# block 1

Figure 1. The metal 1 layer (block 1).
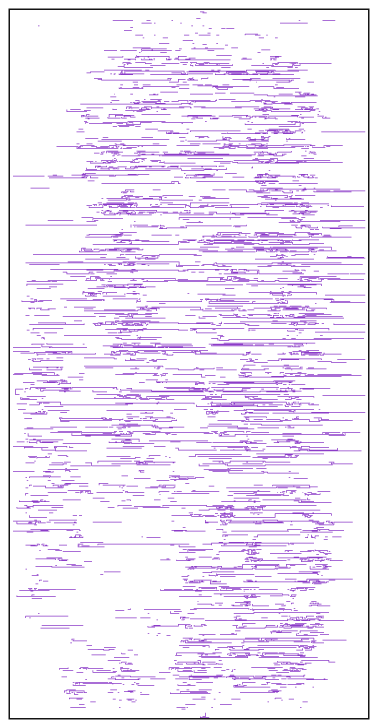

File: src/rtl/ahb_lite_copy_master.sv
// AHB-Lite word-copy master.
// Copies LEN 32-bit words from SRC to DST using single, non-pipelined
// NONSEQ transfers that alternate read and write. Every bus output is a
// register loaded from the next state, so no bus input reaches an output
// combinationally.
//
// Handshake: the controller pulses START_i while the master is idle. BUSY_o
// rises the next cycle and stays high through the one-cycle DONE_o pulse.
// On the bus, an address phase is accepted on an edge where HTRANS_o is
// NONSEQ and HREADY_i is high. A data phase completes on the edge where
// HREADY_i is high, and HRESP_i is only acted on at that edge.
module ahb_lite_copy_master #(
   parameter int LEN_WIDTH = 16
) (
   input  logic                 HCLK_i,
   input  logic                 HRESETn_i,
   input  logic                 START_i,
   input  logic [31:0]          SRC_i,
   input  logic [31:0]          DST_i,
   input  logic [LEN_WIDTH-1:0] LEN_i,
   output logic                 BUSY_o,
   output logic                 DONE_o,
   output logic                 ERR_o,
   output logic [LEN_WIDTH-1:0] COUNT_o,
   output logic [31:0]          HADDR_o,
   output logic [1:0]           HTRANS_o,
   output logic                 HWRITE_o,
   output logic [2:0]           HSIZE_o,
   output logic [2:0]           HBURST_o,
   output logic [3:0]           HPROT_o,
   output logic                 HMASTLOCK_o,
   output logic [31:0]          HWDATA_o,
   input  logic                 HREADY_i,
   input  logic [31:0]          HRDATA_i,
   input  logic                 HRESP_i,
   output logic [2:0]           dbg_state_o
);

   typedef enum logic [2:0] {
      S_IDLE = 3'd0,
      S_RA   = 3'd1,
      S_RD   = 3'd2,
      S_WA   = 3'd3,
      S_WD   = 3'd4,
      S_FIN  = 3'd5
   } state_t;

   localparam logic [1:0]           HTRANS_IDLE   = 2'b00;
   localparam logic [1:0]           HTRANS_NONSEQ = 2'b10;
   localparam logic [LEN_WIDTH-1:0] ONE           = LEN_WIDTH'(1);

   state_t                 state_q, state_d;
   logic [31:0]            src_q, src_d;
   logic [31:0]            dst_q, dst_d;
   logic [LEN_WIDTH-1:0]   len_q, len_d;
   logic [LEN_WIDTH-1:0]   count_q, count_d;
   logic [31:0]            data_q, data_d;
   logic                   err_q, err_d;
   logic                   busy_q, busy_d;
   logic                   done_q, done_d;
   logic [31:0]            haddr_q, haddr_d;
   logic [1:0]             htrans_q, htrans_d;
   logic                   hwrite_q, hwrite_d;

   // Next-state logic plus the registered bus outputs, derived from the next state.
   always_comb begin
      state_d  = state_q;
      src_d    = src_q;
      dst_d    = dst_q;
      len_d    = len_q;
      count_d  = count_q;
      data_d   = data_q;
      err_d    = err_q;
      busy_d   = busy_q;
      done_d   = 1'b0;
      haddr_d  = haddr_q;
      htrans_d = HTRANS_IDLE;
      hwrite_d = 1'b0;

      // BUSY drops the cycle after DONE. A new START accepted in that same
      // idle cycle overrides this below.
      if (done_q) begin
         busy_d = 1'b0;
      end

      case (state_q)
         S_IDLE: begin
            if (START_i) begin
               src_d   = SRC_i & ~32'd3;
               dst_d   = DST_i & ~32'd3;
               len_d   = LEN_i;
               count_d = '0;
               err_d   = 1'b0;
               busy_d  = 1'b1;
               state_d = (LEN_i == '0) ? S_FIN : S_RA;
            end
         end
         S_RA: begin
            if (HREADY_i) begin
               state_d = S_RD;
            end
         end
         S_RD: begin
            if (HREADY_i) begin
               if (HRESP_i) begin
                  err_d   = 1'b1;
                  state_d = S_FIN;
               end else begin
                  data_d  = HRDATA_i;
                  state_d = S_WA;
               end
            end
         end
         S_WA: begin
            if (HREADY_i) begin
               state_d = S_WD;
            end
         end
         S_WD: begin
            if (HREADY_i) begin
               if (HRESP_i) begin
                  err_d   = 1'b1;
                  state_d = S_FIN;
               end else begin
                  count_d = count_q + ONE;
                  src_d   = src_q + 32'd4;
                  dst_d   = dst_q + 32'd4;
                  state_d = (count_d == len_q) ? S_FIN : S_RA;
               end
            end
         end
         S_FIN: begin
            done_d  = 1'b1;
            state_d = S_IDLE;
         end
         default: begin
            state_d = S_IDLE;
         end
      endcase

      // An address phase is on the bus exactly while in RA or WA. HADDR
      // keeps its last value through the following data phase.
      if (state_d == S_RA) begin
         htrans_d = HTRANS_NONSEQ;
         haddr_d  = src_d;
      end else if (state_d == S_WA) begin
         htrans_d = HTRANS_NONSEQ;
         hwrite_d = 1'b1;
         haddr_d  = dst_d;
      end
   end

   // State and output registers. Asynchronous reset returns the bus to IDLE at once.
   always_ff @(posedge HCLK_i or negedge HRESETn_i) begin
      if (!HRESETn_i) begin
         state_q  <= S_IDLE;
         src_q    <= '0;
         dst_q    <= '0;
         len_q    <= '0;
         count_q  <= '0;
         data_q   <= '0;
         err_q    <= 1'b0;
         busy_q   <= 1'b0;
         done_q   <= 1'b0;
         haddr_q  <= '0;
         htrans_q <= HTRANS_IDLE;
         hwrite_q <= 1'b0;
      end else begin
         state_q  <= state_d;
         src_q    <= src_d;
         dst_q    <= dst_d;
         len_q    <= len_d;
         count_q  <= count_d;
         data_q   <= data_d;
         err_q    <= err_d;
         busy_q   <= busy_d;
         done_q   <= done_d;
         haddr_q  <= haddr_d;
         htrans_q <= htrans_d;
         hwrite_q <= hwrite_d;
      end
   end

   assign BUSY_o      = busy_q;
   assign DONE_o      = done_q;
   assign ERR_o       = err_q;
   assign COUNT_o     = count_q;
   assign HADDR_o     = haddr_q;
   assign HTRANS_o    = htrans_q;
   assign HWRITE_o    = hwrite_q;
   assign HWDATA_o    = data_q;
   assign HSIZE_o     = 3'b010;
   assign HBURST_o    = 3'b000;
   assign HPROT_o     = 4'b0011;
   assign HMASTLOCK_o = 1'b0;
   assign dbg_state_o = state_q;

endmodule
File: config.mk
export PLATFORM = sky130hd
export DESIGN_NAME = ahb_lite_copy_master
export DESIGN_NICKNAME = d
export VERILOG_FILES = /design/src/rtl/ahb_lite_copy_master.sv
export SDC_FILE = /design/constraint.sdc
export NUM_CORES = 1
export LEC_CHECK = 0
export ABC_AREA = 1
export CELL_PAD_IN_SITES_DETAIL_PLACEMENT = 0
export CELL_PAD_IN_SITES_GLOBAL_PLACEMENT = 2
export CORE_AREA = 2 2 130 259
export DETAILED_ROUTE_END_ITERATION = 12
export DIE_AREA = 0 0 132 261
export GPL_ROUTABILITY_DRIVEN = 0
export PLACE_DENSITY = 0.76
export SYNTH_ARGS = -nofsm -noshare
export SYNTH_HDL_FRONTEND = slang
export SYNTH_SLANG_ARGS = --single-unit
export TNS_END_PERCENT = 100
File: constraint.sdc
create_clock -name HCLK_i -period 2.8 [get_ports HCLK_i]
set_input_delay 0.56 -clock HCLK_i [delete_from_list [all_inputs] [get_ports HCLK_i]]
set_output_delay 0.56 -clock HCLK_i [all_outputs]
set_load 0.005 [all_outputs]
# block 2

<file path="src/rtl/hazard_scoreboard.sv">
// Hazard unit beside the D stage: tracks in-flight destinations and their time-to-result,
// raises the PC/D stall and E bubble, selects per-operand forwarding, and owns the mult/div busy counter.
module hazard_scoreboard #(
  parameter int unsigned NSTAGE   = 3,
  parameter int unsigned TW       = 4,
  parameter int unsigned RW       = 5,
  parameter int unsigned MULT_CYC = 5,
  parameter int unsigned DIV_CYC  = 10,
  parameter int unsigned SW       = 2
) (
  input  logic          clk,
  input  logic          reset,
  input  logic [RW-1:0] d_needreg1,
  input  logic [RW-1:0] d_needreg2,
  input  logic [TW-1:0] d_tuse1,
  input  logic [TW-1:0] d_tuse2,
  input  logic [RW-1:0] d_writereg,
  input  logic [TW-1:0] d_tnew,
  input  logic          d_md_start,
  input  logic          d_md_div,
  input  logic          d_md_use,
  input  logic          flush,
  output logic          stall,
  output logic          bubble_e,
  output logic          md_busy,
  output logic [SW-1:0] fwd_sel1,
  output logic [SW-1:0] fwd_sel2
);

  localparam int unsigned MAX_CYC = (DIV_CYC > MULT_CYC) ? DIV_CYC : MULT_CYC;
  localparam int unsigned CW      = $clog2(MAX_CYC + 1);

  // Forwarding select must be able to name every slot plus the register file.
  if ((2 ** SW) < (NSTAGE + 1)) begin : g_sw_check
    $error("hazard_scoreboard: SW too narrow for NSTAGE");
  end

  typedef struct packed {
    logic [RW-1:0] writereg;
    logic [TW-1:0] tnew;
  } slot_t;

  slot_t         slots [NSTAGE];
  logic [CW-1:0] cnt;
  logic [CW-1:0] cnt_nxt;
  logic          data_stall;
  logic          md_stall;
  logic          found1;
  logic          found2;

  function automatic logic [TW-1:0] sat_dec(input logic [TW-1:0] t);
    return (t == '0) ? '0 : t - TW'(1);
  endfunction

  // Data hazard: a producer anywhere in flight whose result arrives after the operand is needed.
  always_comb begin
    data_stall = 1'b0;
    for (int unsigned i = 0; i < NSTAGE; i++) begin
      if (slots[i].writereg != '0) begin
        if ((slots[i].writereg == d_needreg1) && (d_tuse1 < slots[i].tnew)) begin
          data_stall = 1'b1;
        end
        if ((slots[i].writereg == d_needreg2) && (d_tuse2 < slots[i].tnew)) begin
          data_stall = 1'b1;
        end
      end
    end
  end

  always_comb begin
    md_stall = d_md_use && (cnt != '0);
    stall    = data_stall || md_stall;
    bubble_e = stall;
  end

  // Forward only from the nearest producer; an older match holds a stale value.
  always_comb begin
    fwd_sel1 = '0;
    fwd_sel2 = '0;
    found1   = 1'b0;
    found2   = 1'b0;
    for (int unsigned i = 0; i < NSTAGE; i++) begin
      if (!found1 && (slots[i].writereg != '0) && (slots[i].writereg == d_needreg1)) begin
        found1 = 1'b1;
        if (slots[i].tnew == '0) begin
          fwd_sel1 = SW'(i + 1);
        end
      end
      if (!found2 && (slots[i].writereg != '0) && (slots[i].writereg == d_needreg2)) begin
        found2 = 1'b1;
        if (slots[i].tnew == '0) begin
          fwd_sel2 = SW'(i + 1);
        end
      end
    end
  end

  // Busy counter loads only when the mult/div actually leaves D.
  always_comb begin
    cnt_nxt = cnt;
    if (d_md_start && !stall) begin
      cnt_nxt = d_md_div ? CW'(DIV_CYC) : CW'(MULT_CYC);
    end else if (cnt != '0) begin
      cnt_nxt = cnt - CW'(1);
    end
  end

  always_ff @(posedge clk) begin
    if (!reset) begin
      for (int unsigned i = 0; i < NSTAGE; i++) begin
        slots[i] <= '0;
      end
      cnt     <= '0;
      md_busy <= 1'b0;
    end else begin
      cnt     <= cnt_nxt;
      md_busy <= (cnt_nxt != '0);
      if (flush) begin
        for (int unsigned i = 0; i < NSTAGE; i++) begin
          slots[i] <= '0;
        end
      end else begin
        for (int unsigned i = 1; i < NSTAGE; i++) begin
          slots[i].writereg <= slots[i-1].writereg;
          slots[i].tnew     <= sat_dec(slots[i-1].tnew);
        end
        if (stall) begin
          slots[0] <= '0;
        end else begin
          slots[0].writereg <= d_writereg;
          slots[0].tnew     <= d_tnew;
        end
      end
    end
  end

endmodule
</file>
<file path="config.mk">
export PLATFORM = sky130hd
export DESIGN_NAME = hazard_scoreboard
export DESIGN_NICKNAME = d
export VERILOG_FILES = /design/src/rtl/hazard_scoreboard.sv
export SDC_FILE = /design/constraint.sdc
export NUM_CORES = 1
export LEC_CHECK = 0
export CAP_MARGIN = 20
export CORE_MARGIN = 2
export CORE_UTILIZATION = 40
export CTS_BUF_LIST = sky130_fd_sc_hd__clkbuf_16
export CTS_CLUSTER_SIZE = 30
export DETAILED_ROUTE_END_ITERATION = 6
export GPL_ROUTABILITY_DRIVEN = 0
export GPL_TIMING_DRIVEN = 0
export PLACE_DENSITY = 0.63
export SLEW_MARGIN = 10
export SYNTH_ARGS = -nofsm -noshare
export SYNTH_HDL_FRONTEND = slang
export SYNTH_SLANG_ARGS = --single-unit
export TNS_END_PERCENT = 30
</file>
<file path="constraint.sdc">
create_clock -name clk -period 5 [get_ports clk]
set_clock_uncertainty 0.05 [all_clocks]
set_input_delay 1 -clock clk [delete_from_list [all_inputs] [get_ports clk]]
set_output_delay 1 -clock clk [all_outputs]
set_load 0.02 [all_outputs]
</file>
Figure 2. The metal 1 layer (block 2).
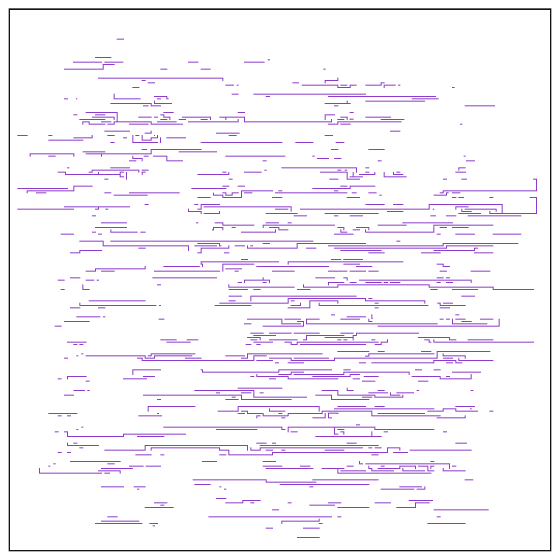
wire length on this layer: 2380 um
main direction: horizontal
share of all routed wire: 48%
nets with wire on the layer: 318
longest straight run: 29.9 um

==> results.toml, block 2 <==
# synthesis and place-and-route metrics
[floorplanning]
initCoreUtil_pct = 41.7
nWellTaps = 72
chip_area_sq_um = 6400
num_rows = 27

[yosys]
edf_count = 27
ys_async_sr_fraction_pct = 0

[critical_path]
critPathLaunchType = "input port"
cp_max_fo = 4

[clock_network]
cts.clk_slew.worst_paths_ns = 0.05
clkLatencyLatePin_ns = 0.28
cts.root.buffer_cell = "clkbuf_16"

[outcome]
status = "complete, no violations"

[cells_and_area]
regArea_sq_um = 911

[min_path]
min_path_type = "register to register"

[power]
p_comb_share_pct = 32.2
clkPwrFrac_pct = 30.9
switching_share_pct = 30.3
p_sw_w = 0.000285
-- block 2: worst paths after layout --
path,startpoint,end,slack (ns),cells after the start
worst min-delay path,cnt[1],cnt[1],0.50,2
worst max register to register,slots[0][5],slots[0][0],2.48,7
worst max-delay path,d_needreg2[1],stall,0.30,9
worst min register to register,cnt[1],cnt[1],0.50,2
-- block 2: sequential cells by signal, summed over array words and instances (netlist names) --
name,cells
cnt,4
md_busy,1
slots,27
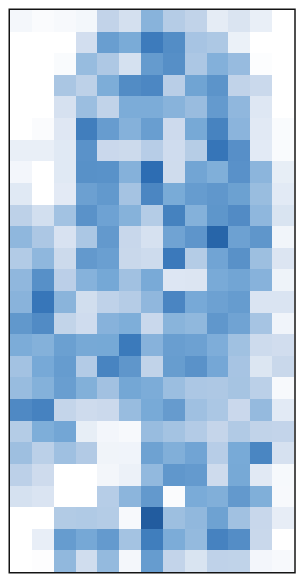
Figure 3: block 1, local utilization.
The die is cut into 13 by 26 equal tiles; white is low, dark blue is high, 0 to 100% covered.
fullest tile: 82%
tiles over 75% full: 0.90%
emptiest ninth of the die: top left
nearly empty tiles: 8.6%

Notes on Figure 1 above:
share of all routed wire: 47%
wire length on this layer: 13900 um
nets with wire on the layer: 1328
main direction: horizontal
final WL: 29600 um
Vias: 8591
M1 GR Usage: 23.4%

==> results.toml, block 1 <==
# synthesis and place-and-route metrics
[timing]
timing.final.max_slew_violations = 0
final.setup.tns_ns = 0

[floorplanning]
ios = 217
die_width_um = 132

[placement]
postPlaceCellArea_sq_um = 11800
portBuffers = 200

[global_routing]
grt_max_degree = 78
grt_use_met3_pct = 4.61
grt_busiest_layer = "met2"

[cells_and_area]
logic_gate_count = 850
comb_share_pct = 34.1
fill_cells = 3400
flops = 168

[yosys]
ys_async_sr_fraction_pct = 100
synth.distinct_cells = 44
topCombFamilyByArea = "simple AND/OR/NAND/NOR gates"
syn_area_per_cell_sq_um = 7.81

[clock_network]
cts_resized = 0
cts_buffer_depth = 2

[power]
internal_power_w = 0.00704

[outcome]
status = "complete, no violations"

[job]
warnings = 30
block 1: cell usage after synthesis, types with 2 or more instances:
master,n
nor2_1,55
nor3_2,2
nand3_2,2
a31oi_1,4
conb_1,2
nand4_1,21
nand3b_1,8
a22oi_1,42
nand3_1,143
o31ai_1,3
a21oi_1,8
nor2_4,7
o211ai_1,17
inv_2,12
inv_1,78
xnor2_1,6
buf_2,11
dfrtp_1,168
clkbuf_1,22
o311ai_0,4
buf_1,5
o22ai_1,8
xor2_1,23
nand2_2,5
nand2_1,394
nor2_2,12
ha_1,3
nor3_1,15
nor4_1,8
buf_4,18
o21ai_0,35


==> screenshots <==
Sequential cells grouped by signal name.
Other sequential cells in the stronger grey, the rest of the logic in the fainter grey.
picture 1
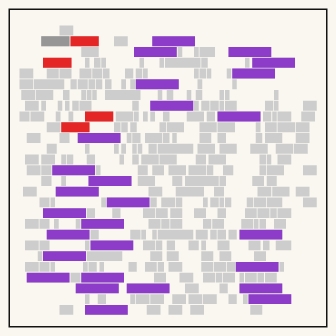
picture 2
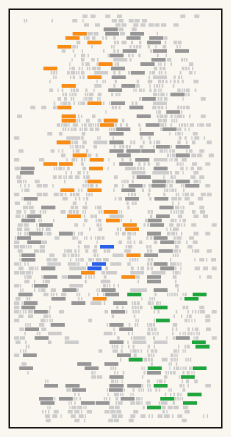
picture 2 -> block 1
picture 1 -> block 2
The one with the most sequential cells is picture 2.
The one with the most cells is picture 2.

